######## block 1 ########
Fig. 1: block 1, the metal 4 layer
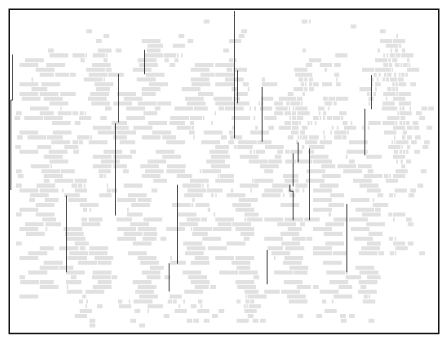

==> src/rtl/golden_nonce_queue.sv <==
// golden_nonce_queue
//   Buffers golden nonces from the hashing core and hands them one word at a
//   time to the serial transmit stage over a send/busy handshake. Absorbs
//   bursts while the transmitter is busy and discards stale results when new
//   work arrives.
//
// Ports
//   clk          in   1         single clock, all logic on posedge
//   reset_n      in   1         synchronous active-low reset
//   nonce_in     in   32        golden nonce from the miner core
//   nonce_valid  in   1         1-cycle strobe: push nonce_in
//   flush        in   1         new-work strobe: empty the queue
//   tx_busy      in   1         busy from the serial transmitter
//   tx_send      out  1         1-cycle launch strobe (registered)
//   tx_word      out  32        word to transmit, held after launch (registered)
//   level        out  ADDR_W+1  FIFO occupancy 0..2**ADDR_W (registered)
//   overflow     out  1         sticky: a push was dropped because the queue was full
//   drop_count   out  8         dropped pushes plus timed-out launches, saturating
//
// Configuration
//   GOLDEN_NONCE_DEDUP_EN : when defined, a push equal to the last accepted
//   nonce is silently ignored. The last-accepted register resets to
//   32'hFFFFFFFF and is reloaded to that value on flush.
module golden_nonce_queue #(
    parameter int ADDR_W = 3
) (
    input  logic              clk,
    input  logic              reset_n,
    input  logic [31:0]       nonce_in,
    input  logic              nonce_valid,
    input  logic              flush,
    input  logic              tx_busy,
    output logic              tx_send,
    output logic [31:0]       tx_word,
    output logic [ADDR_W:0]   level,
    output logic              overflow,
    output logic [7:0]        drop_count
);

    typedef enum logic [1:0] {
        ST_IDLE  = 2'd0,
        ST_ACK   = 2'd1,
        ST_DRAIN = 2'd2
    } state_t;

    localparam int DEPTH = 2 ** ADDR_W;
    localparam logic [ADDR_W:0] PTR_ONE = {{ADDR_W{1'b0}}, 1'b1};
    // ACK is left after 255 cycles without busy: counter runs 0..254.
    localparam logic [7:0] ACK_LAST = 8'd254;

    logic [31:0]     mem_r [DEPTH];
    logic [ADDR_W:0] wr_r;
    logic [ADDR_W:0] rd_r;
    logic [ADDR_W:0] level_r;
    logic            overflow_r;
    logic [7:0]      drop_count_r;
    state_t          state_r;
    logic [7:0]      ack_cnt_r;
    logic            tx_send_r;
    logic [31:0]     tx_word_r;

    logic            full_s;
    logic            empty_s;
    logic            dup_s;
    logic            push_req_s;
    logic            push_s;
    logic            drop_push_s;
    logic            launch_s;
    logic            timeout_s;
    logic [ADDR_W:0] wr_next_s;
    logic [ADDR_W:0] rd_next_s;
    logic [ADDR_W:0] level_next_s;
    logic [1:0]      drop_inc_s;
    logic [8:0]      drop_sum_s;
    logic [7:0]      drop_next_s;

`ifdef GOLDEN_NONCE_DEDUP_EN
    logic [31:0]     last_r;
`endif

    // Queue status, push/pop decisions and next-state pointer arithmetic.
    always_comb begin
        full_s  = (wr_r[ADDR_W-1:0] == rd_r[ADDR_W-1:0]) && (wr_r[ADDR_W] != rd_r[ADDR_W]);
        empty_s = (wr_r == rd_r);
`ifdef GOLDEN_NONCE_DEDUP_EN
        dup_s = (nonce_in == last_r);
`else
        dup_s = 1'b0;
`endif
        // A push coinciding with flush belongs to stale work: neither stored nor counted.
        push_req_s  = nonce_valid && !flush && !dup_s;
        // full is taken before any same-cycle pop, so a push on a full queue is dropped.
        push_s      = push_req_s && !full_s;
        drop_push_s = push_req_s && full_s;
        launch_s    = (state_r == ST_IDLE) && !empty_s && !tx_busy && !flush;
        timeout_s   = (state_r == ST_ACK) && !tx_busy && (ack_cnt_r == ACK_LAST);

        if (push_s) begin
            wr_next_s = wr_r + PTR_ONE;
        end else begin
            wr_next_s = wr_r;
        end

        if (flush) begin
            rd_next_s = wr_r;
        end else if (launch_s) begin
            rd_next_s = rd_r + PTR_ONE;
        end else begin
            rd_next_s = rd_r;
        end

        level_next_s = wr_next_s - rd_next_s;

        // A dropped push and an ACK timeout may land in the same cycle.
        drop_inc_s = {1'b0, drop_push_s} + {1'b0, timeout_s};
        drop_sum_s = {1'b0, drop_count_r} + {7'd0, drop_inc_s};
        if (drop_sum_s[8]) begin
            drop_next_s = 8'hFF;
        end else begin
            drop_next_s = drop_sum_s[7:0];
        end
    end

    // Pointers, occupancy and drop bookkeeping.
    always_ff @(posedge clk) begin
        if (!reset_n) begin
            wr_r         <= {(ADDR_W+1){1'b0}};
            rd_r         <= {(ADDR_W+1){1'b0}};
            level_r      <= {(ADDR_W+1){1'b0}};
            overflow_r   <= 1'b0;
            drop_count_r <= 8'd0;
        end else begin
            wr_r         <= wr_next_s;
            rd_r         <= rd_next_s;
            level_r      <= level_next_s;
            drop_count_r <= drop_next_s;
            if (drop_push_s) begin
                overflow_r <= 1'b1;
            end
        end
    end

    // Storage array; contents need no reset.
    always_ff @(posedge clk) begin
        if (push_s) begin
            mem_r[wr_r[ADDR_W-1:0]] <= nonce_in;
        end
    end

    // Launch FSM: IDLE launches one word, ACK waits for busy, DRAIN waits for idle.
    always_ff @(posedge clk) begin
        if (!reset_n) begin
            state_r   <= ST_IDLE;
            ack_cnt_r <= 8'd0;
            tx_send_r <= 1'b0;
            tx_word_r <= 32'd0;
        end else begin
            case (state_r)
                ST_IDLE: begin
                    ack_cnt_r <= 8'd0;
                    if (launch_s) begin
                        tx_send_r <= 1'b1;
                        tx_word_r <= mem_r[rd_r[ADDR_W-1:0]];
                        state_r   <= ST_ACK;
                    end else begin
                        tx_send_r <= 1'b0;
                    end
                end
                ST_ACK: begin
                    tx_send_r <= 1'b0;
                    if (tx_busy) begin
                        state_r <= ST_DRAIN;
                    end else if (timeout_s) begin
                        state_r <= ST_IDLE;
                    end else begin
                        ack_cnt_r <= ack_cnt_r + 8'd1;
                    end
                end
                ST_DRAIN: begin
                    tx_send_r <= 1'b0;
                    if (!tx_busy) begin
                        state_r <= ST_IDLE;
                    end
                end
                default: begin
                    tx_send_r <= 1'b0;
                    state_r   <= ST_IDLE;
                end
            endcase
        end
    end

`ifdef GOLDEN_NONCE_DEDUP_EN
    // Last accepted nonce; all-ones marks "nothing accepted since reset/flush".
    always_ff @(posedge clk) begin
        if (!reset_n) begin
            last_r <= 32'hFFFFFFFF;
        end else if (flush) begin
            last_r <= 32'hFFFFFFFF;
        end else if (push_s) begin
            last_r <= nonce_in;
        end
    end
`endif

    assign tx_send    = tx_send_r;
    assign tx_word    = tx_word_r;
    assign level      = level_r;
    assign overflow   = overflow_r;
    assign drop_count = drop_count_r;

endmodule

==> config.mk <==
export PLATFORM = sky130hd
export DESIGN_NAME = golden_nonce_queue
export DESIGN_NICKNAME = d
export VERILOG_FILES = /design/src/rtl/golden_nonce_queue.sv
export SDC_FILE = /design/constraint.sdc
export NUM_CORES = 1
export LEC_CHECK = 0
export ABC_CLOCK_PERIOD_IN_PS = 5950
export CORE_ASPECT_RATIO = 0.75
export CORE_MARGIN = 2
export CORE_UTILIZATION = 29
export DETAILED_ROUTE_END_ITERATION = 12
export GPL_ROUTABILITY_DRIVEN = 0
export GPL_TIMING_DRIVEN = 0
export PLACE_DENSITY = 0.41
export SYNTH_ARGS = -nofsm -noshare
export SYNTH_HDL_FRONTEND = slang
export SYNTH_SLANG_ARGS = --single-unit
==> constraint.sdc <==
create_clock -name clk -period 5.95 [get_ports clk]
set_input_delay 1.19 -clock clk [delete_from_list [all_inputs] [get_ports clk]]
set_output_delay 1.19 -clock clk [all_outputs]
set_load 0.02 [all_outputs]
######## block 2 ########
**src/rtl/fwd_scoreboard.sv**
```systemverilog
// Forwarding and load-use hazard unit. Tracks in-flight register writes in a
// DEPTH-entry shadow pipeline and picks, per operand port, the youngest
// matching producer (or the register file when nothing matches).
module fwd_scoreboard #(
  parameter int DW        = 32,
  parameter int AW        = 5,
  parameter int NREAD     = 2,
  parameter int DEPTH     = 3,
  parameter int LOAD_SLOT = 1
) (
  input  logic                clk,
  input  logic                rstn,
  input  logic                issue_valid,
  input  logic                issue_we,
  input  logic [AW-1:0]       issue_rd,
  input  logic                issue_load,
  input  logic                flush,
  input  logic                freeze,
  input  logic [NREAD*AW-1:0] rd_addr,
  input  logic [NREAD*DW-1:0] rf_data,
  input  logic [DEPTH*DW-1:0] slot_data,
  output logic [NREAD*DW-1:0] fwd_data,
  output logic [NREAD-1:0]    fwd_hit,
  output logic                hazard_stall,
  output logic [15:0]         stall_cnt
);

  // Per-slot tracking state; slot 0 is the youngest in-flight instruction.
  logic [DEPTH-1:0] slot_valid;
  logic [DEPTH-1:0] slot_load;
  logic [AW-1:0]    slot_rd [DEPTH];

  // A slot's data is usable once it is not a load, or the load has reached
  // the stage where memory data exists.
  logic [DEPTH-1:0] slot_ready;
  logic [NREAD-1:0] port_haz;

  genvar gi, gs;

  generate
    for (gs = 0; gs < DEPTH; gs++) begin : gen_ready
      assign slot_ready[gs] = ~slot_load[gs] | (gs >= LOAD_SLOT);
    end
  endgenerate

  generate
    for (gi = 0; gi < NREAD; gi++) begin : gen_port
      logic [DEPTH-1:0] match;
      logic [DEPTH-1:0] first;
      logic [DW-1:0]    acc [DEPTH+1];
      logic             win_ready;
      logic             win_busy;

      for (gs = 0; gs < DEPTH; gs++) begin : gen_slot
        // r0 is hardwired, so a pending write to it is never a real producer.
        assign match[gs] = slot_valid[gs]
                           && (slot_rd[gs] == rd_addr[gi*AW +: AW])
                           && (slot_rd[gs] != '0);
        // Only the youngest match counts; older matches are shadowed even
        // when the youngest one is not ready yet.
        if (gs == 0) begin : gen_first0
          assign first[gs] = match[gs];
        end else begin : gen_firstn
          assign first[gs] = match[gs] & ~(|match[gs-1:0]);
        end
        // AND-OR select of the winning slot's data (first is one-hot).
        assign acc[gs+1] = acc[gs]
                           | ({DW{first[gs] & slot_ready[gs]}} & slot_data[gs*DW +: DW]);
      end

      assign acc[0]    = '0;
      assign win_ready = |(first & slot_ready);
      assign win_busy  = |(first & ~slot_ready);

      assign fwd_hit[gi]            = win_ready;
      assign port_haz[gi]           = win_busy;
      assign fwd_data[gi*DW +: DW]  = win_ready ? acc[DEPTH] : rf_data[gi*DW +: DW];
    end
  endgenerate

  // Only an instruction actually leaving ID can be stalled.
  assign hazard_stall = issue_valid & (|port_haz);

  // Slot 0 captures the issuing instruction; stalled or flushed issues become bubbles.
  always_ff @(posedge clk or negedge rstn) begin
    if (!rstn) begin
      slot_valid[0] <= 1'b0;
      slot_load[0]  <= 1'b0;
      slot_rd[0]    <= '0;
    end else if (!freeze) begin
      slot_valid[0] <= issue_valid & issue_we & ~flush & ~hazard_stall;
      slot_load[0]  <= issue_load;
      slot_rd[0]    <= issue_rd;
    end
  end

  generate
    for (gs = 1; gs < DEPTH; gs++) begin : gen_shift
      // Older slots advance one stage per unfrozen cycle; the last one retires.
      always_ff @(posedge clk or negedge rstn) begin
        if (!rstn) begin
          slot_valid[gs] <= 1'b0;
          slot_load[gs]  <= 1'b0;
          slot_rd[gs]    <= '0;
        end else if (!freeze) begin
          slot_valid[gs] <= slot_valid[gs-1];
          slot_load[gs]  <= slot_load[gs-1];
          slot_rd[gs]    <= slot_rd[gs-1];
        end
      end
    end
  endgenerate

  // Saturating count of stall cycles that actually took effect (not frozen).
  always_ff @(posedge clk or negedge rstn) begin
    if (!rstn) begin
      stall_cnt <= 16'd0;
    end else if (hazard_stall && !freeze && (stall_cnt != 16'hFFFF)) begin
      stall_cnt <= stall_cnt + 16'd1;
    end
  end

endmodule

```
**config.mk**
```make
export PLATFORM = sky130hd
export DESIGN_NAME = fwd_scoreboard
export DESIGN_NICKNAME = d
export VERILOG_FILES = /design/src/rtl/fwd_scoreboard.sv
export SDC_FILE = /design/constraint.sdc
export NUM_CORES = 1
export LEC_CHECK = 0
export CORE_ASPECT_RATIO = 0.6
export CORE_UTILIZATION = 41
export DETAILED_ROUTE_END_ITERATION = 12
export PLACE_DENSITY = 0.85
export SLEW_MARGIN = 20
export SYNTH_ARGS = -nofsm -noshare
export SYNTH_HDL_FRONTEND = slang
export SYNTH_SLANG_ARGS = --single-unit
```
**constraint.sdc**
```tcl
create_clock -name clk -period 6.71 [get_ports clk]
set_clock_uncertainty 0.15 [all_clocks]
set_input_delay 1.0065 -clock clk [delete_from_list [all_inputs] [get_ports clk]]
set_output_delay 1.0065 -clock clk [all_outputs]
set_load 0.02 [all_outputs]
```
######## block 3 ########
File: config.mk
export PLATFORM = sky130hd
export DESIGN_NAME = imem_loader_flat
export DESIGN_NICKNAME = d
export VERILOG_FILES = /design/src/rtl/imem_loader_if.sv /design/src/rtl/imem_loader.sv /design/src/flat_wrapper.sv
export SDC_FILE = /design/constraint.sdc
export NUM_CORES = 1
export LEC_CHECK = 0
export CAP_MARGIN = 5
export CORE_MARGIN = 2
export CORE_UTILIZATION = 48
export DETAILED_ROUTE_END_ITERATION = 6
export GPL_TIMING_DRIVEN = 0
export PLACE_DENSITY = 0.8
export SYNTH_ARGS = -nofsm -noshare
export SYNTH_HDL_FRONTEND = slang
export SYNTH_SLANG_ARGS = --single-unit
File: constraint.sdc
create_clock -name clk -period 2.3 [get_ports clk]
set_clock_uncertainty 0.2 [all_clocks]
set_input_delay 0.46 -clock clk [delete_from_list [all_inputs] [get_ports clk]]
set_output_delay 0.46 -clock clk [all_outputs]
set_load 0.01 [all_outputs]
File: src/rtl/imem_loader_if.sv
// rtl/imem_loader_if.sv - Command, program byte stream and imem write port of the loader
// The master side issues load commands and program bytes; the slave side is the loader itself.
interface imem_loader_if #(
    parameter int ADDR_W = 9
);
    logic              start;
    logic [ADDR_W:0]   load_len;
    logic              in_valid;
    logic [7:0]        in_data;
    logic              in_ready;
    logic              mem_we;
    logic [ADDR_W-1:0] mem_addr;
    logic [7:0]        mem_wdata;
    logic              cpu_rst;
    logic              busy;
    logic              done;
    logic              err_len;

    modport master (
        output start, load_len, in_valid, in_data,
        input  in_ready, mem_we, mem_addr, mem_wdata, cpu_rst, busy, done, err_len
    );

    modport slave (
        input  start, load_len, in_valid, in_data,
        output in_ready, mem_we, mem_addr, mem_wdata, cpu_rst, busy, done, err_len
    );
endinterface

File: src/rtl/imem_loader.sv
// rtl/imem_loader.sv - Boot loader: clears imem to NOP, streams a program in, then releases the pipeline
// All outputs are registered from the next state except in_ready, decoded from the state register.
module imem_loader #(
    parameter int         ADDR_W      = 9,
    parameter int         DEPTH       = 512,
    parameter logic [7:0] FILL_BYTE   = 8'h90,
    parameter int         HOLD_CYCLES = 4
) (
    input logic          clk,
    input logic          rst,
    imem_loader_if.slave bus
);
    localparam int CNT_W  = ADDR_W + 1;
    localparam int HOLD_W = $clog2(HOLD_CYCLES) + 1;
    localparam logic [CNT_W-1:0]  DEPTH_V   = CNT_W'(DEPTH);
    localparam logic [CNT_W-1:0]  LAST_ADDR = CNT_W'(DEPTH - 1);
    localparam logic [HOLD_W-1:0] HOLD_LAST = HOLD_W'(HOLD_CYCLES - 1);

    typedef enum logic [2:0] {
        S_IDLE,
        S_CLEAR,
        S_LOAD,
        S_HOLD,
        S_DONE
    } state_e;

    state_e            state_q, state_d;
    logic [CNT_W-1:0]  cnt_q, cnt_d;
    logic [CNT_W-1:0]  len_q, len_d;
    logic [HOLD_W-1:0] hold_q, hold_d;
    logic              mem_we_q, mem_we_d;
    logic [ADDR_W-1:0] mem_addr_q, mem_addr_d;
    logic [7:0]        mem_wdata_q, mem_wdata_d;
    logic              cpu_rst_q, cpu_rst_d;
    logic              busy_q, busy_d;
    logic              done_q, done_d;
    logic              err_len_q, err_len_d;
    logic              start_ok, start_bad;

    assign start_ok  = bus.start && (bus.load_len <= DEPTH_V);
    assign start_bad = bus.start && (bus.load_len > DEPTH_V);

    always_ff @(posedge clk or posedge rst) begin
        if (rst) begin
            state_q     <= S_IDLE;
            cnt_q       <= '0;
            len_q       <= '0;
            hold_q      <= '0;
            mem_we_q    <= 1'b0;
            mem_addr_q  <= '0;
            mem_wdata_q <= '0;
            cpu_rst_q   <= 1'b1;
            busy_q      <= 1'b0;
            done_q      <= 1'b0;
            err_len_q   <= 1'b0;
        end else begin
            state_q     <= state_d;
            cnt_q       <= cnt_d;
            len_q       <= len_d;
            hold_q      <= hold_d;
            mem_we_q    <= mem_we_d;
            mem_addr_q  <= mem_addr_d;
            mem_wdata_q <= mem_wdata_d;
            cpu_rst_q   <= cpu_rst_d;
            busy_q      <= busy_d;
            done_q      <= done_d;
            err_len_q   <= err_len_d;
        end
    end

    always_comb begin
        state_d     = state_q;
        cnt_d       = cnt_q;
        len_d       = len_q;
        hold_d      = hold_q;
        mem_we_d    = 1'b0;
        mem_addr_d  = mem_addr_q;
        mem_wdata_d = mem_wdata_q;
        err_len_d   = 1'b0;

        case (state_q)
            S_IDLE, S_DONE: begin
                if (start_ok) begin
                    state_d = S_CLEAR;
                    len_d   = bus.load_len;
                    cnt_d   = '0;
                end else if (start_bad) begin
                    err_len_d = 1'b1;
                end
            end
            S_CLEAR: begin
                mem_we_d    = 1'b1;
                mem_addr_d  = cnt_q[ADDR_W-1:0];
                mem_wdata_d = FILL_BYTE;
                if (cnt_q == LAST_ADDR) begin
                    cnt_d   = '0;
                    hold_d  = '0;
                    state_d = (len_q != '0) ? S_LOAD : S_HOLD;
                end else begin
                    cnt_d = cnt_q + CNT_W'(1);
                end
            end
            S_LOAD: begin
                // in_ready is implied by the state, so in_valid alone completes the handshake
                if (bus.in_valid) begin
                    mem_we_d    = 1'b1;
                    mem_addr_d  = cnt_q[ADDR_W-1:0];
                    mem_wdata_d = bus.in_data;
                    if (cnt_q == len_q - CNT_W'(1)) begin
                        cnt_d   = '0;
                        hold_d  = '0;
                        state_d = S_HOLD;
                    end else begin
                        cnt_d = cnt_q + CNT_W'(1);
                    end
                end
            end
            S_HOLD: begin
                if (hold_q == HOLD_LAST) begin
                    state_d = S_DONE;
                end else begin
                    hold_d = hold_q + HOLD_W'(1);
                end
            end
            default: state_d = S_IDLE;
        endcase

        cpu_rst_d = (state_d != S_DONE);
        busy_d    = (state_d == S_CLEAR) || (state_d == S_LOAD) || (state_d == S_HOLD);
        done_d    = (state_d == S_DONE);
    end

    assign bus.in_ready  = (state_q == S_LOAD);
    assign bus.mem_we    = mem_we_q;
    assign bus.mem_addr  = mem_addr_q;
    assign bus.mem_wdata = mem_wdata_q;
    assign bus.cpu_rst   = cpu_rst_q;
    assign bus.busy      = busy_q;
    assign bus.done      = done_q;
    assign bus.err_len   = err_len_q;
endmodule

File: src/flat_wrapper.sv
// flat-port wrapper written by rule: the top's interface ports become plain ports
module imem_loader_flat 
#(
    parameter int         ADDR_W      = 9,
    parameter int         DEPTH       = 512,
    parameter logic [7:0] FILL_BYTE   = 8'h90,
    parameter int         HOLD_CYCLES = 4
)
  (clk, rst, bus_start, bus_load_len, bus_in_valid, bus_in_data, bus_in_ready, bus_mem_we, bus_mem_addr, bus_mem_wdata, bus_cpu_rst, bus_busy, bus_done, bus_err_len);
  imem_loader_if #(.ADDR_W(ADDR_W)) bus_i ();
  input logic clk;
  input logic rst;
  input wire logic [$bits(bus_i.start)-1:0] bus_start;
  input wire logic [$bits(bus_i.load_len)-1:0] bus_load_len;
  input wire logic [$bits(bus_i.in_valid)-1:0] bus_in_valid;
  input wire logic [$bits(bus_i.in_data)-1:0] bus_in_data;
  output wire logic [$bits(bus_i.in_ready)-1:0] bus_in_ready;
  output wire logic [$bits(bus_i.mem_we)-1:0] bus_mem_we;
  output wire logic [$bits(bus_i.mem_addr)-1:0] bus_mem_addr;
  output wire logic [$bits(bus_i.mem_wdata)-1:0] bus_mem_wdata;
  output wire logic [$bits(bus_i.cpu_rst)-1:0] bus_cpu_rst;
  output wire logic [$bits(bus_i.busy)-1:0] bus_busy;
  output wire logic [$bits(bus_i.done)-1:0] bus_done;
  output wire logic [$bits(bus_i.err_len)-1:0] bus_err_len;
  assign bus_i.start = bus_start;
  assign bus_i.load_len = bus_load_len;
  assign bus_i.in_valid = bus_in_valid;
  assign bus_i.in_data = bus_in_data;
  assign bus_in_ready = bus_i.in_ready;
  assign bus_mem_we = bus_i.mem_we;
  assign bus_mem_addr = bus_i.mem_addr;
  assign bus_mem_wdata = bus_i.mem_wdata;
  assign bus_cpu_rst = bus_i.cpu_rst;
  assign bus_busy = bus_i.busy;
  assign bus_done = bus_i.done;
  assign bus_err_len = bus_i.err_len;
  imem_loader #(.ADDR_W(ADDR_W), .DEPTH(DEPTH), .FILL_BYTE(FILL_BYTE), .HOLD_CYCLES(HOLD_CYCLES)) u_core (.clk(clk), .rst(rst), .bus(bus_i));
endmodule
######## block 4 ########
<file path="src/rtl/cyber_pkg.sv">
// cyber_pkg: shared FSM state encoding and LFSR width/tap constants for the computer press controller
package cyber_pkg;
  localparam int LFSR_W = 10;
  localparam int TAP_HI = 9;
  localparam int TAP_LO = 6;
  typedef enum logic [1:0] {IDLE, ARMED, PRESS, COOLDOWN} state_t;
endpackage

</file>
<file path="src/rtl/cyber_lfsr.sv">
// cyber_lfsr: 10-bit XNOR LFSR stepping on adv; ports clk, reset (async high), adv, q
module cyber_lfsr
  import cyber_pkg::*;
(
  input  logic              clk,
  input  logic              reset,
  input  logic              adv,
  output logic [LFSR_W-1:0] q
);
  always_ff @(posedge clk or posedge reset)
    if (reset) q <= '0;
    else if (adv) q <= {q[LFSR_W-2:0], ~(q[TAP_HI] ^ q[TAP_LO])};
endmodule

</file>
<file path="src/rtl/cyber_press_ctrl.sv">
// cyber_press_ctrl: computer-player press FSM; ports clk, reset, enable, tick, level, round_clr -> press, cooling, press_count
module cyber_press_ctrl
  import cyber_pkg::*;
#(
  parameter int unsigned COOLDOWN_TICKS = 2
) (
  input  logic       clk,
  input  logic       reset,
  input  logic       enable,
  input  logic       tick,
  input  logic [8:0] level,
  input  logic       round_clr,
  output logic       press,
  output logic       cooling,
  output logic [7:0] press_count
);
  localparam logic [3:0] CD = 4'(COOLDOWN_TICKS);
  state_t state, next;
  logic [3:0] cnt, cnt_nxt;
  logic [LFSR_W-1:0] lfsr_q;
  logic hit;
  cyber_lfsr u_lfsr (.clk(clk), .reset(reset), .adv(tick & enable), .q(lfsr_q));
  // decision uses the pre-advance LFSR value; level=0 can never exceed it
  assign hit = {1'b0, level} > lfsr_q;
  always_comb begin
    next = state;
    cnt_nxt = cnt;
    case (state)
      IDLE: begin
        cnt_nxt = '0;
        next = enable ? ARMED : IDLE;
      end
      ARMED: next = !enable ? IDLE : (tick && hit) ? PRESS : ARMED;
      // the PRESS cycle always completes; ticks here do not count toward cooldown
      PRESS: begin
        cnt_nxt = CD;
        next = !enable ? IDLE : (CD == '0) ? ARMED : COOLDOWN;
      end
      COOLDOWN: begin
        cnt_nxt = (enable && tick) ? cnt - 4'd1 : cnt;
        next = !enable ? IDLE : (tick && cnt <= 4'd1) ? ARMED : COOLDOWN;
      end
      default: next = IDLE;
    endcase
  end
  always_ff @(posedge clk or posedge reset)
    if (reset) begin
      state <= IDLE;
      cnt <= '0;
    end else begin
      state <= next;
      cnt <= cnt_nxt;
    end
  always_ff @(posedge clk or posedge reset)
    if (reset) press_count <= '0;
    else if (round_clr) press_count <= '0;
    else if (state == PRESS && press_count != 8'hFF) press_count <= press_count + 8'd1;
  assign press = state == PRESS;
  assign cooling = state == COOLDOWN;
endmodule
</file>
<file path="config.mk">
export PLATFORM = sky130hd
export DESIGN_NAME = cyber_press_ctrl
export DESIGN_NICKNAME = d
export VERILOG_FILES = /design/src/rtl/cyber_pkg.sv /design/src/rtl/cyber_lfsr.sv /design/src/rtl/cyber_press_ctrl.sv
export SDC_FILE = /design/constraint.sdc
export NUM_CORES = 1
export LEC_CHECK = 0
export CELL_PAD_IN_SITES_DETAIL_PLACEMENT = 1
export CELL_PAD_IN_SITES_GLOBAL_PLACEMENT = 1
export CORE_ASPECT_RATIO = 1.25
export CORE_MARGIN = 2
export CORE_UTILIZATION = 28
export CTS_CLUSTER_DIAMETER = 100
export CTS_CLUSTER_SIZE = 20
export DETAILED_ROUTE_END_ITERATION = 6
export HOLD_SLACK_MARGIN = 0.06
export MAX_ROUTING_LAYER = met4
export PLACE_DENSITY_LB_ADDON = 0.1
export SLEW_MARGIN = 20
export SYNTH_ARGS = -nofsm -noshare
export SYNTH_HDL_FRONTEND = slang
export SYNTH_HIERARCHICAL = 1
export SYNTH_SLANG_ARGS = --single-unit
export TNS_END_PERCENT = 30
</file>
<file path="constraint.sdc">
create_clock -name clk -period 1.53 [get_ports clk]
set_input_delay 0.306 -clock clk [delete_from_list [all_inputs] [get_ports clk]]
set_output_delay 0.306 -clock clk [all_outputs]
set_load 0.1 [all_outputs]
</file>
######## block 5 ########
[src/rtl/m_load_counter_pkg.sv]
// Shared definitions for the counter section: run-control state encoding
// and the default counter width.
package m_load_counter_pkg;

   typedef enum logic [1:0] {
      IDLE = 2'd0,
      RUN  = 2'd1,
      DONE = 2'd2
   } cnt_state_t;

   localparam int CNT_WIDTH_DEFAULT = 8;

endpackage

[src/rtl/m_load_counter_adder1.sv]
// Half-adder cell: one bit of the increment ripple chain.
module m_ADDER1 (
   input  logic a,
   input  logic ci,
   output logic s,
   output logic co
);

   assign s  = a ^ ci;
   assign co = a & ci;

endmodule

[src/rtl/m_load_counter.sv]
// Loadable, limit-terminated up-counter with IDLE/RUN/DONE run control,
// terminal-count pulse, auto-reload and sticky overflow flag.
module m_load_counter
   import m_load_counter_pkg::*;
#(
   parameter int WIDTH = CNT_WIDTH_DEFAULT
) (
   input  logic             CLK,
   input  logic             RESET,
   input  logic             LD,
   input  logic [WIDTH-1:0] D,
   input  logic [WIDTH-1:0] LIMIT,
   input  logic             GO,
   input  logic             INC,
   input  logic             AUTO,
   output logic [WIDTH-1:0] Q,
   output logic             TC,
   output logic             CO,
   output logic             BUSY
);

   cnt_state_t       state;
   cnt_state_t       state_nxt;
   logic [WIDTH-1:0] q_nxt;
   logic             tc_nxt;
   logic             co_nxt;
   logic [WIDTH-1:0] sum;
   logic [WIDTH:0]   carry;
   logic             at_limit;
   logic             terminal;
   logic             inc_en;

   assign at_limit = (Q == LIMIT);
   assign terminal = (state == RUN) && INC && !LD && at_limit;
   // The chain only ever sees a carry-in when a genuine increment is taken,
   // so its top carry-out is the wrap indication for that cycle alone.
   assign inc_en   = (state == RUN) && INC && !LD && !at_limit;

   assign carry[0] = inc_en;

   genvar i;
   generate
      for (i = 0; i < WIDTH; i++) begin : g_chain
         m_ADDER1 u_bit (
            .a  (Q[i]),
            .ci (carry[i]),
            .s  (sum[i]),
            .co (carry[i+1])
         );
      end
   endgenerate

   // Next-state and next-output selection: LD > terminal > increment > hold.
   always_comb begin
      state_nxt = state;
      q_nxt     = Q;
      co_nxt    = CO;
      tc_nxt    = 1'b0;
      if (LD) begin
         q_nxt  = D;
         co_nxt = 1'b0;
         if (GO)
            state_nxt = RUN;
         else if (state == DONE)
            state_nxt = IDLE;
      end else begin
         case (state)
            IDLE: if (GO) state_nxt = RUN;
            RUN: begin
               if (terminal) begin
                  tc_nxt = 1'b1;
                  if (AUTO)
                     q_nxt = D;
                  else
                     state_nxt = DONE;
               end else if (inc_en) begin
                  q_nxt = sum;
                  if (carry[WIDTH])
                     co_nxt = 1'b1;
               end
            end
            DONE: if (GO) state_nxt = RUN;
            default: state_nxt = IDLE;
         endcase
      end
   end

   always_ff @(posedge CLK) begin
      if (RESET)
         state <= IDLE;
      else
         state <= state_nxt;
   end

   // All outputs are registered alongside the state.
   always_ff @(posedge CLK) begin
      if (RESET) begin
         Q    <= '0;
         TC   <= 1'b0;
         CO   <= 1'b0;
         BUSY <= 1'b0;
      end else begin
         Q    <= q_nxt;
         TC   <= tc_nxt;
         CO   <= co_nxt;
         BUSY <= (state_nxt == RUN);
      end
   end

endmodule

[config.mk]
export PLATFORM = sky130hd
export DESIGN_NAME = m_load_counter
export DESIGN_NICKNAME = d
export VERILOG_FILES = /design/src/rtl/m_load_counter_pkg.sv /design/src/rtl/m_load_counter_adder1.sv /design/src/rtl/m_load_counter.sv
export SDC_FILE = /design/constraint.sdc
export NUM_CORES = 1
export LEC_CHECK = 0
export ABC_AREA = 1
export CAP_MARGIN = 5
export CORE_MARGIN = 1.5
export CORE_UTILIZATION = 50
export DETAILED_ROUTE_END_ITERATION = 10
export PLACE_DENSITY_LB_ADDON = 0.1
export SLEW_MARGIN = 20
export SYNTH_ARGS = -nofsm -noshare
export SYNTH_HDL_FRONTEND = slang
export SYNTH_SLANG_ARGS = --single-unit
[constraint.sdc]
create_clock -name CLK -period 4.68 [get_ports CLK]
set_input_delay 0.702 -clock CLK [delete_from_list [all_inputs] [get_ports CLK]]
set_output_delay 0.702 -clock CLK [all_outputs]
set_load 0.03 [all_outputs]

==> screenshots <==
Cell density map.
panel A
Scale bar: 50 um. 13 x 8 tiles, from dark blue (low) to red (high), 0 to 100% covered.
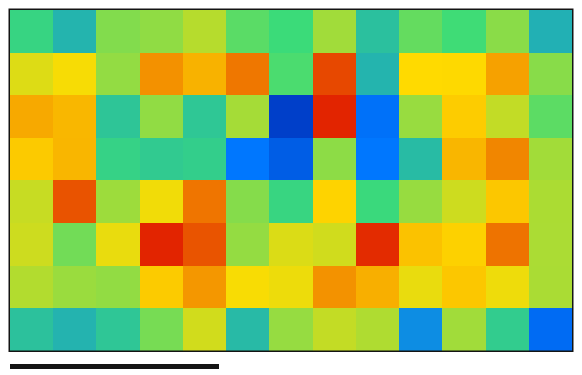
panel B
Scale bar: 50 um. 24 x 18 tiles, from dark blue (low) to red (high), 0 to 100% covered.
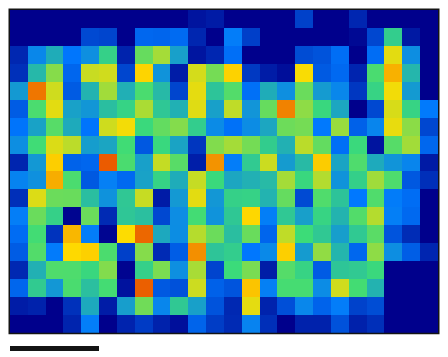
panel C
Scale bar: 20 um. 7 x 8 tiles, from dark blue (low) to red (high), 0 to 100% covered.
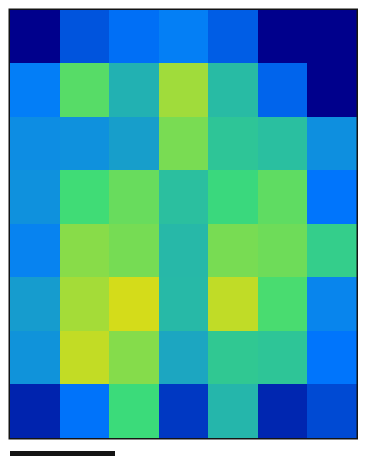
panel D
Scale bar: 20 um. 8 x 8 tiles, from dark blue (low) to red (high), 0 to 100% covered.
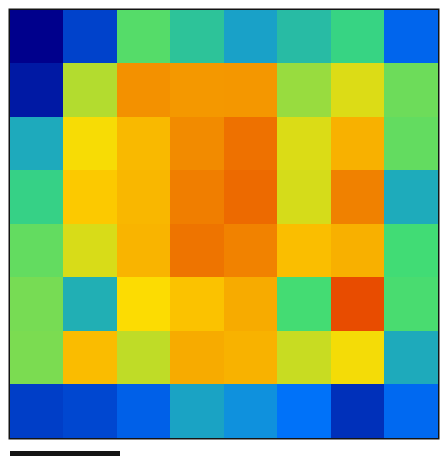
panel E
Scale bar: 10 um. 10 x 10 tiles, from dark blue (low) to red (high), 0 to 100% covered.
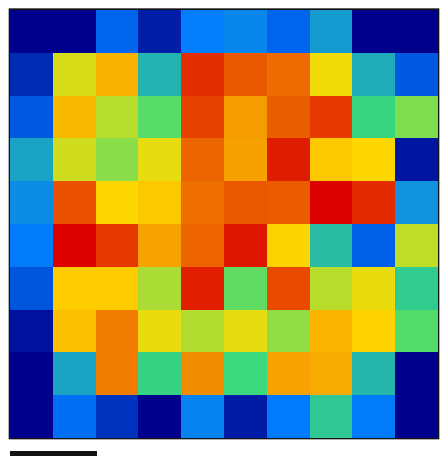
panel B: block 1
panel A: block 2
panel C: block 4
panel E: block 5
panel D: block 3
The one with the lowest utilization is panel B.
The one with the largest die is panel B.

Fig. 2: block 2, routing congestion
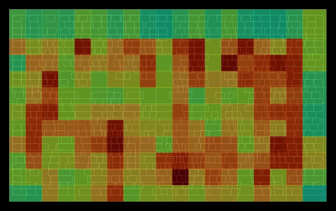
Global Route met3 Usage: 5.62%
met1 Use GR: 35.9%

==> summary.txt, block 2 <==
total wire length = 17100 um
Clk Latency, worst-skew pair = 290 ps
Cell Type Count = 39
Fill cells = 769
root buffer cell = clkbuf_16
Post-synth EDFFs = 0
worst r2r path cells = 6
Flops = 35
initial antenna violation count = 0
sequential cell area = 880 sq um
global-route usage over all layers = 29.7%
share of cells above drive strength 1 = 8.13%
clk tree area frac = 2.12%
Crit Path Category = in2out
Log Warnings = 26
PwrDens = 128 mW/mm^2
Yosys chip area = 0.00430 sq mm
RSZ-0062 raised after global routing = false
Initial DRT Pass Iterations = 5
ant diodes = 0
routed len/inst = 20.8 um
Final Cell Area = 0.00703 sq mm
clkbuf count = 5
slack of the critical path = 1130 ps
WP data required = 5550 ps
bufs w/o clock = 274
number of non-clock inverters = 5
Die Wd = 134 um
Slew headroom = 38.7%
Critical Path, Cell by Cell = clkdlybuf4s50_1, xnor2_1, nand4_1, nor4_1, nor3b_4, buf_4, a221o_1, clkdlybuf4s50_1
DR vias = 5107
Largest cells by area = dfrtp_1, a221o_1, mux2i_1
most frequent logic cell in the layout = clkdlybuf4s50_1
CP max stage cell = nor4_1
Synth Area per Inst = 9.36 sq um
Seq area share = 12.5%
Yosys top cell by area = dfrtp_1
status = complete, no violations
final hold slack = 363 ps
combinational gates = 367
startpoint class of the critical path = input port
gpl congestion = 0.938
total power draw = 0.902 mW
Final nets = 871
block 2: critical path, delay by kind of cell:
| family | cells | cell delay (ps) |
|---|---|---|
| AOI/OAI and AO/OA | 1 | 210 |
| and+or+nand+nor | 3 | 1470 |
| buffers and inverters | 3 | 1500 |
| xor gates and xnor gates | 1 | 230 |
block 2: registers in the layout, summed over array words and instances, names as in the netlist:
| name | cells |
|---|---|
| slot_load | 1 |
| slot_rd | 15 |
| slot_valid | 3 |
| stall_cnt | 16 |
block 2: logic make-up after synthesis:
family          after synthesis  share of synthesized area, %
mux                          84                          20.1
compound gates               86                          20.3
flops                        35                          20.4
xor+xnor                     44                          8.97
fa+ha+maj                     1                         0.291
simple gates                152                          21.8
buf+inv                      57                          8.06
block 2: where the power goes:
part	leakage (nW)	switching [mW]	total, mW	internal [mW]
sequential	0.445	0.0369	0.264	0.227
clock	0.0664	0.0977	0.236	0.139
combinational	2.45	0.181	0.402	0.220
block 2: per-layer routing:
metal	global-route usage, %	up-vias	part of all wire (%)
met5	0	-	0
met4	11.6	0	2.3
met3	5.62	30	7.0
met2	52.9	279	50
met1	35.9	2479	41
li1	-	2319	-
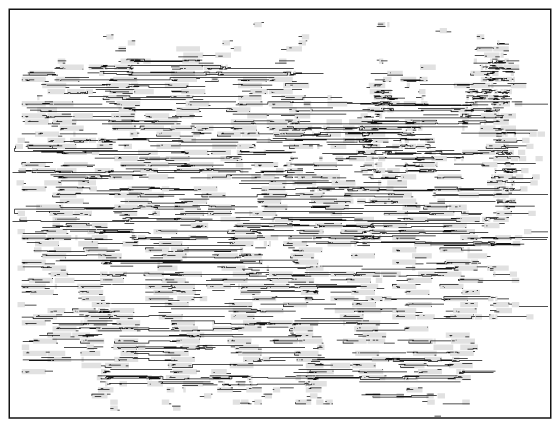
Fig. 3. Signal wires on met1 (block 1).
share of all routed wire: 47%
nets with wire on the layer: 788
longest straight run: 64.9 um
met1 Use GR: 18.9%
DR vias: 6307
total wire length: 29300 um

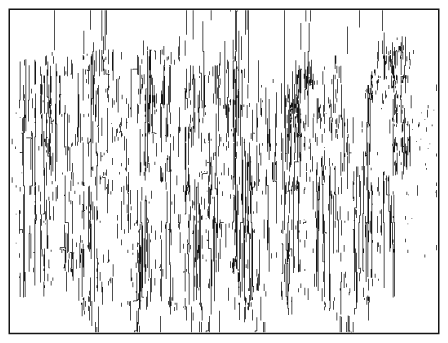
Fig. 4. Met2 routing (block 1).
main direction: vertical
nets with wire on the layer: 748
met2 GRT Util: 21.5%

Notes on Fig. 1 above:
share of all routed wire: 2.0%
longest straight run: 71.4 um
main direction: vertical
wire length on this layer: 586 um

==> summary.txt, block 1 <==
P_int = 3.81 mW
Vias/cell = 4.54
routed len/inst = 21.1 um
status = complete, no violations
RSZ-0062 raised after global routing = false
worst min-delay path category = reg2reg
ys cells = 660
hpwl dp = 18800 um
Combinational Power = 0.331 mW
Cells after DPL = 1323
fraction of area in multi-input gates = 20.8%
Top class by area = sequential cells
Final Cell Area = 0.0151 sq mm
first-pass GRT wire length = 43200 um
Final Hold Viols = 0
## block 1: final timing paths
path / slack (ps) / to / start
worst max register to register: 2720 / level[3] / rd_r[2]
worst max-delay path: 2340 / level[3] / tx_busy
worst min-delay path: 500 / tx_word[20] / tx_word[20]
worst min register to register: 500 / tx_word[20] / tx_word[20]
## block 1: registers in the layout, indices dropped and copies added (netlist names)
signal / count
state_r: 2
wr_r: 4
ack_cnt_r: 8
level: 4
tx_word: 32
rd_r: 4
drop_count: 8
overflow: 1
tx_send: 1
mem_r: 256
## block 1: layout by cell type, fill, tap and decap left out, drive strengths merged, types with 3 or more instances in the layout
master / synthesis / layout
xor2: 13 / 13
mux2i: 35 / 35
a211oi: 34 / 34
clkdlybuf4s50: 0 / 81
nand3: 3 / 3
dfxtp: 64 / 64
and2: 3 / 3
and3: 5 / 5
inv: 10 / 12
nor3: 8 / 8
nand2: 10 / 10
clkbuf: 16 / 63
diode: 0 / 3
mux4: 64 / 64
xnor2: 7 / 7
a21oi: 15 / 15
edfxtp: 256 / 256
buf: 19 / 32
nor2: 61 / 61
o21ai: 3 / 3
ha: 7 / 7
clkinv: 0 / 12
nand4: 4 / 4
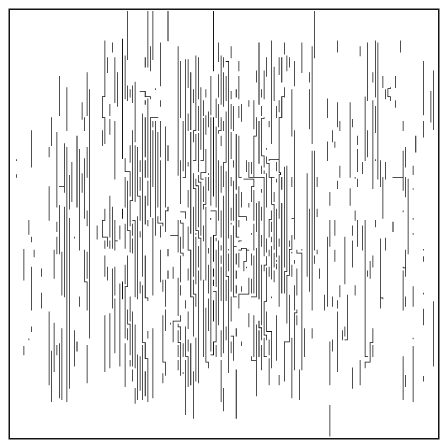
Fig. 5. Met2 routing (block 3).
nets with wire on the layer: 323
wire length on this layer: 3300 um
share of all routed wire: 49%
main direction: vertical
DR vias: 2419
met2 GRT Util: 39.3%
total wire length: 6680 um

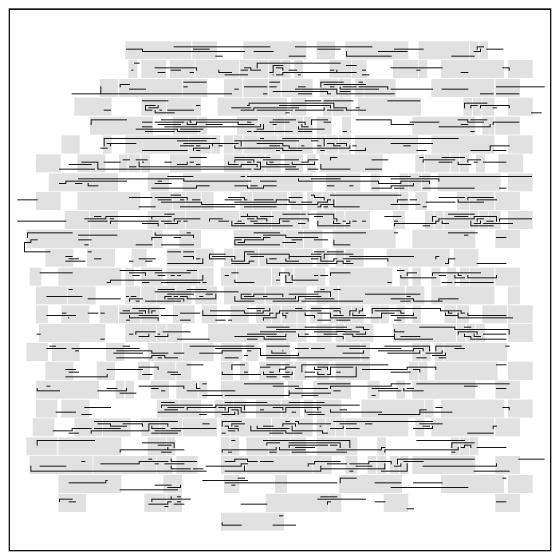
Fig. 6. Signal wires on met1 (block 3).
nets with wire on the layer: 334
wire length on this layer: 2810 um
main direction: horizontal
share of all routed wire: 42%
met1 Use GR: 30.1%

==> summary.txt, block 3 <==
Combinational Power = 0.0689 mW
fraction of area in multi-input gates = 41.2%
Clock Path Buffers = 2
DP Worst Slack = -724 ps
VDD IR max = 238 uV
Comb pwr share = 4.5%
status = finished with violations
clock network power share = 40.2%
Worst path max stage delay = 590 ps
Crit Path Category = reg2reg
Inserted Clock Buffers = 5
Post-Synth Adder-Cell Area = 1.91%
aoi share = 12.9%
WP data required = 2280 ps
Initial DRT Pass Iterations = 5
ys cells = 286
area added between synthesis and finish = 38.1%
register area share after synthesis = 45.9%
Ys Warns = 0
met2 wire len = 3300 um
slack of the critical path = -171 ps
final setup vio count = 14
failing checks = negative setup slack
Post-DP Area = 0.00321 sq mm
block 3: flip-flops by register name, summed over array words and instances (netlist names):
signal                flops
u_core.bus.err_len        1
u_core.bus.busy           1
u_core.len_q             10
u_core.bus.mem_we         1
u_core.bus.cpu_rst        1
u_core.bus.mem_addr       9
u_core.state_q            3
u_core.hold_q             3
u_core.bus.mem_wdata      8
u_core.cnt_q             10
u_core.bus.done           1
block 3: kinds of logic after synthesis:
kind of cell    count (synthesis)
simple gates                  145
fa+ha+maj                       4
xor+xnor                       11
buf+inv                        24
flops                          48
mux                            10
compound gates                 44
block 3: through the flow:
stage | hold WS [ps] | power [mW]
3_5_place_dp | 256 | 0.929
4_1_cts | 265 | 1.53
6_report | 192 | 1.52
2_1_floorplan | 256 | 0.878
3_3_place_gp | 249 | 0.924
5_1_grt | 208 | 1.58
block 3: placed cells by master (no fill, tap or decap), types with 5 or more instances in the layout:
cell type,n
nand2_1,55
dfrtp_1,43
clkdlybuf4s50_1,36
nor2_1,21
buf_4,17
nand3_1,12
mux2_2,9
xnor2_1,8
nand2b_1,7
o21ai_0,7
inv_1,6
clkbuf_8,6
nor3_1,6
clkbuf_1,5
inv_2,5
a21oi_1,5
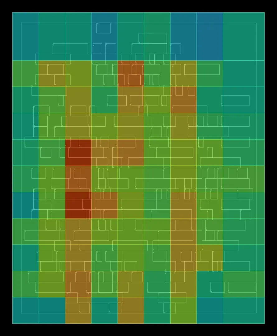
Fig. 7. Routing congestion (block 4).
grt peak-use layer: met2
Global Route met3 Usage: 1.64%
routed len/inst: 13.7 um
post-layout util: 44.2%

==> summary.txt, block 4 <==
CTS Sinks = 24
met1 Use GR = 13.7%
Ys Warns = 6
Slew headroom = 71.8%
Slew Viols, Final = 0
met2 wire len = 1800 um
sequential cell area = 627 sq um
Worst path max stage delay = 400 ps
DP Worst Slack = -395 ps
startpoint class of the critical path = input port
status = complete, no violations
grt ovf = 0
register area share after synthesis = 44.5%
ys cells = 126
largest net degree at the start of global routing = 15
CP max stage cell = clkdlybuf4s50_1
initial antenna violation count = 0
Core ar. = 0.00469 sq mm
Finished Layout Cells = 234
clkbuf count = 4
Layout non-clock buf frac = 24.2%
Top class by area = logic gates
Biggest register = u_lfsr/q
fraction of area in multi-input gates = 36.8%
TritonCTS clock tree = built
max reg flops = 10
clock-pin slew on the worst setup and hold paths = 90 ps
share of flip-flops with an asynchronous set or reset = 100%
slack of the critical path = 17.2 ps
Routed Antenna Nets = 0
Cells after DPL = 227
first-pass GRT wire length = 5300 um
Top Layout Cells = buf_4, dfrtp_1, inv_1, nor2_1
final hold slack = 343 ps
Initial DRT Pass Iterations = 4
hpwl dp = 2570 um
PwrDens = 1060 mW/mm^2
Worst R2R Start = u_lfsr/q[8]
crit path launch = level[2]
Yosys chip area = 0.00135 sq mm
CP Capture Type = flop
cts hold-fix bufs = 0
DR DRC count = 0
Post-Route M1 WL = 1280 um
Reg2Reg Setup Slack = 20 ps
ys flop type = dfrtp_1
max frequency = 661 MHz
[block 4: power by group]
part           switching [mW]  internal [mW]  leakage [nW]
registers               0.105          0.776         0.287
clock network           0.213          0.230        0.0288
logic                   0.379          0.500         0.606
total                   0.698           1.51         0.922
[block 4: synth_stat cells (3+ instances only)]
library cell,number,area (sq um)
a21oi_1,6,30.0
and2_1,6,37.5
dfrtp_1,24,601
ha_1,12,150
inv_1,14,52.6
mux2_2,10,113
nand2_1,7,26.3
nand3_1,3,15.0
nand4_1,3,18.8
nor2_1,11,41.3
xnor2_1,4,35.0
xor2_1,6,52.6
[block 4: worst paths after layout]
check	to	depth (start not counted)
worst max-delay path	state[0]	7
worst min-delay path	u_lfsr/q[0]	2
worst max register to register	state[0]	6
worst min register to register	u_lfsr/q[3]	1
max in group asynchronous	u_lfsr/q[9]	2
min in group clk	u_lfsr/q[3]	1
[block 4: kinds of logic after synthesis]
group / count (synthesis) / synth area share, %
flip-flops: 24 / 44.5
multiplexers: 11 / 9.09
AND/OR/NAND/NOR: 38 / 15.1
buffers and inverters: 16 / 5.01
XOR/XNOR: 10 / 6.49
AND-OR/OR-AND: 15 / 8.63
adder cells (fa/ha/maj): 12 / 11.1
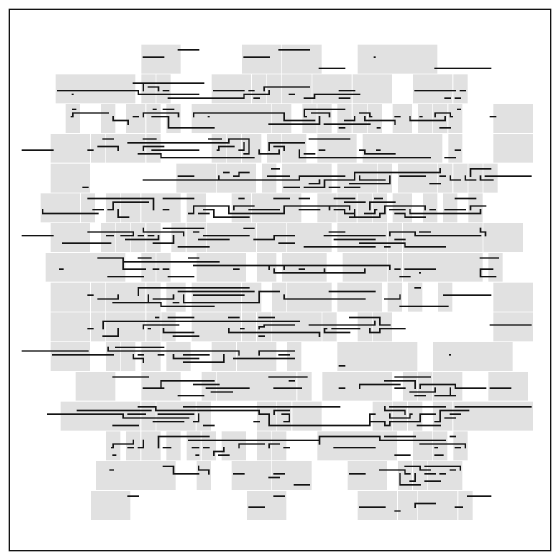
Fig. 8. Signal wires on met1 (block 5).
share of all routed wire: 45%
wire length on this layer: 955 um
main direction: horizontal
nets with wire on the layer: 187
DR vias: 976
total wire length: 2140 um
met1 Use GR: 21.4%

==> summary.txt, block 5 <==
Core Util at FP = 53.7%
fin crit share = 76.5%
DR DRC count = 0
WHS Path Cells = 4
top cells by count = nand2_1, inv_1, dfxtp_1, a21oi_1, nand3_1
IO Pins = 33
status = complete, no violations
startpoint class of the critical path = input port
Top Layout Cells = nand2_1, clkdlybuf4s50_1, inv_1, dfxtp_1, a21oi_1
setup TNS = 0 ps
first-pass GRT wire length = 3600 um
minimum clock period = 3580 ps
Log Warnings = 26
initial antenna violation count = 0
met2 wire len = 1080 um
Cell Type Count = 21
Post-Synth Adder-Cell Area = 9.31%
Crit Path Category = in2reg
RSZ-0062 raised after global routing = false
Final Hold Viols = 0
Post-DP Area = 0.00135 sq mm
Max FO, Critical Path = 3
Worst Tran Pin Value = 494 ps
hpwl dp = 1660 um
vias in the first global route = 874
max frequency = 279 MHz
Ys Warns = 0
clock network power share = 24.5%
Final Cell Area = 0.00138 sq mm
Clock Path Buffers = 2
Initial DRT Pass Iterations = 4
and+or+nand+nor area frac = 41.0%
Yosys reg bits = 13
most frequent logic cell in the layout = nand2_1
Post-synth EDFFs = 0
Worst path depth = 20
register area share after synthesis = 24.2%
die height = 49.4 um
ys flop type = dfxtp_1
row count = 16
CP Capture Type = flop
gpl congestion = 0.805
multi-input logic area = 612 sq um
PwrDens = 219 mW/mm^2
CP max stage cell = clkdlybuf4s50_1
Synth Instances = 157
share of cells above drive strength 1 = 12.6%
comb area leader = simple AND/OR/NAND/NOR gates
Reg power frac = 41.6%
Yosys chip area = 0.00107 sq mm
Mapped Area = 0.00107 sq mm
cts hold-fix bufs = 0
Routed Antenna Nets = 0
Finished Layout Cells = 210
Cells after DPL = 206
Switching Share = 34.7%
most common cell in the netlist = nand2_1
Synth top area share = 24.2%
Post-Route M1 WL = 955 um
share of flip-flops with an asynchronous set or reset = 0%
==> block 5: layout make-up <==
cell class / count / area share, %
Tap cell: 27 / 2.45
Sequential cell: 13 / 18.9
Timing Repair Buffer: 32 / 23.3
Inverter: 31 / 8.99
Clock inverter: 1 / 0.363
Clock buffer: 3 / 1.63
Multi-Input combinational cell: 103 / 44.4
==> block 5: cell families after synthesis <==
family          after synthesis
compound gates               13
fa+ha+maj                     8
simple gates                 82
buf+inv                      41
flops                        13
==> block 5: power by group through the flow <==
| stage | clock network (mW) | logic (mW) | registers (mW) |
|---|---|---|---|
| floorplan | 0 | 0.0699 | 0.128 |
| global placement | 0 | 0.0998 | 0.128 |
| detailed placement | 0 | 0.102 | 0.128 |
| CTS | 0.0759 | 0.103 | 0.125 |
| global route | 0.0813 | 0.112 | 0.127 |
| finish | 0.0738 | 0.102 | 0.125 |
==> block 5: final timing paths <==
kind	from	end	slack [ps]
worst min-delay path	CO	CO	530
worst max-delay path	LIMIT[5]	Q[7]	1100
worst min register to register	CO	CO	530
worst max register to register	Q[2]	Q[7]	1590
==> block 5: state kept, by name, indices dropped and copies added, names as in the netlist <==
register	count
TC	1
BUSY	1
state	2
CO	1
Q	8


==> gallery <==
Routing congestion.
shot_01.png
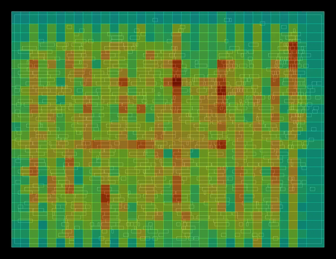
shot_02.png
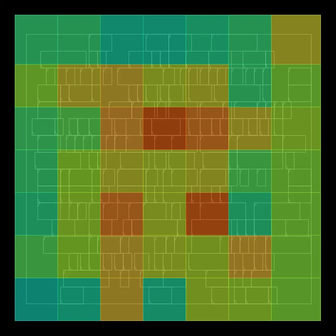
shot_03.png
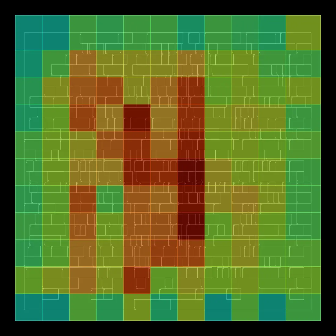
Of these, lowest utilization: shot_01.png
shot_03.png comes from block 3.
shot_02.png comes from block 5.
shot_01.png comes from block 1.

Power figures rest on the tool's default switching activity, not on a simulated workload.
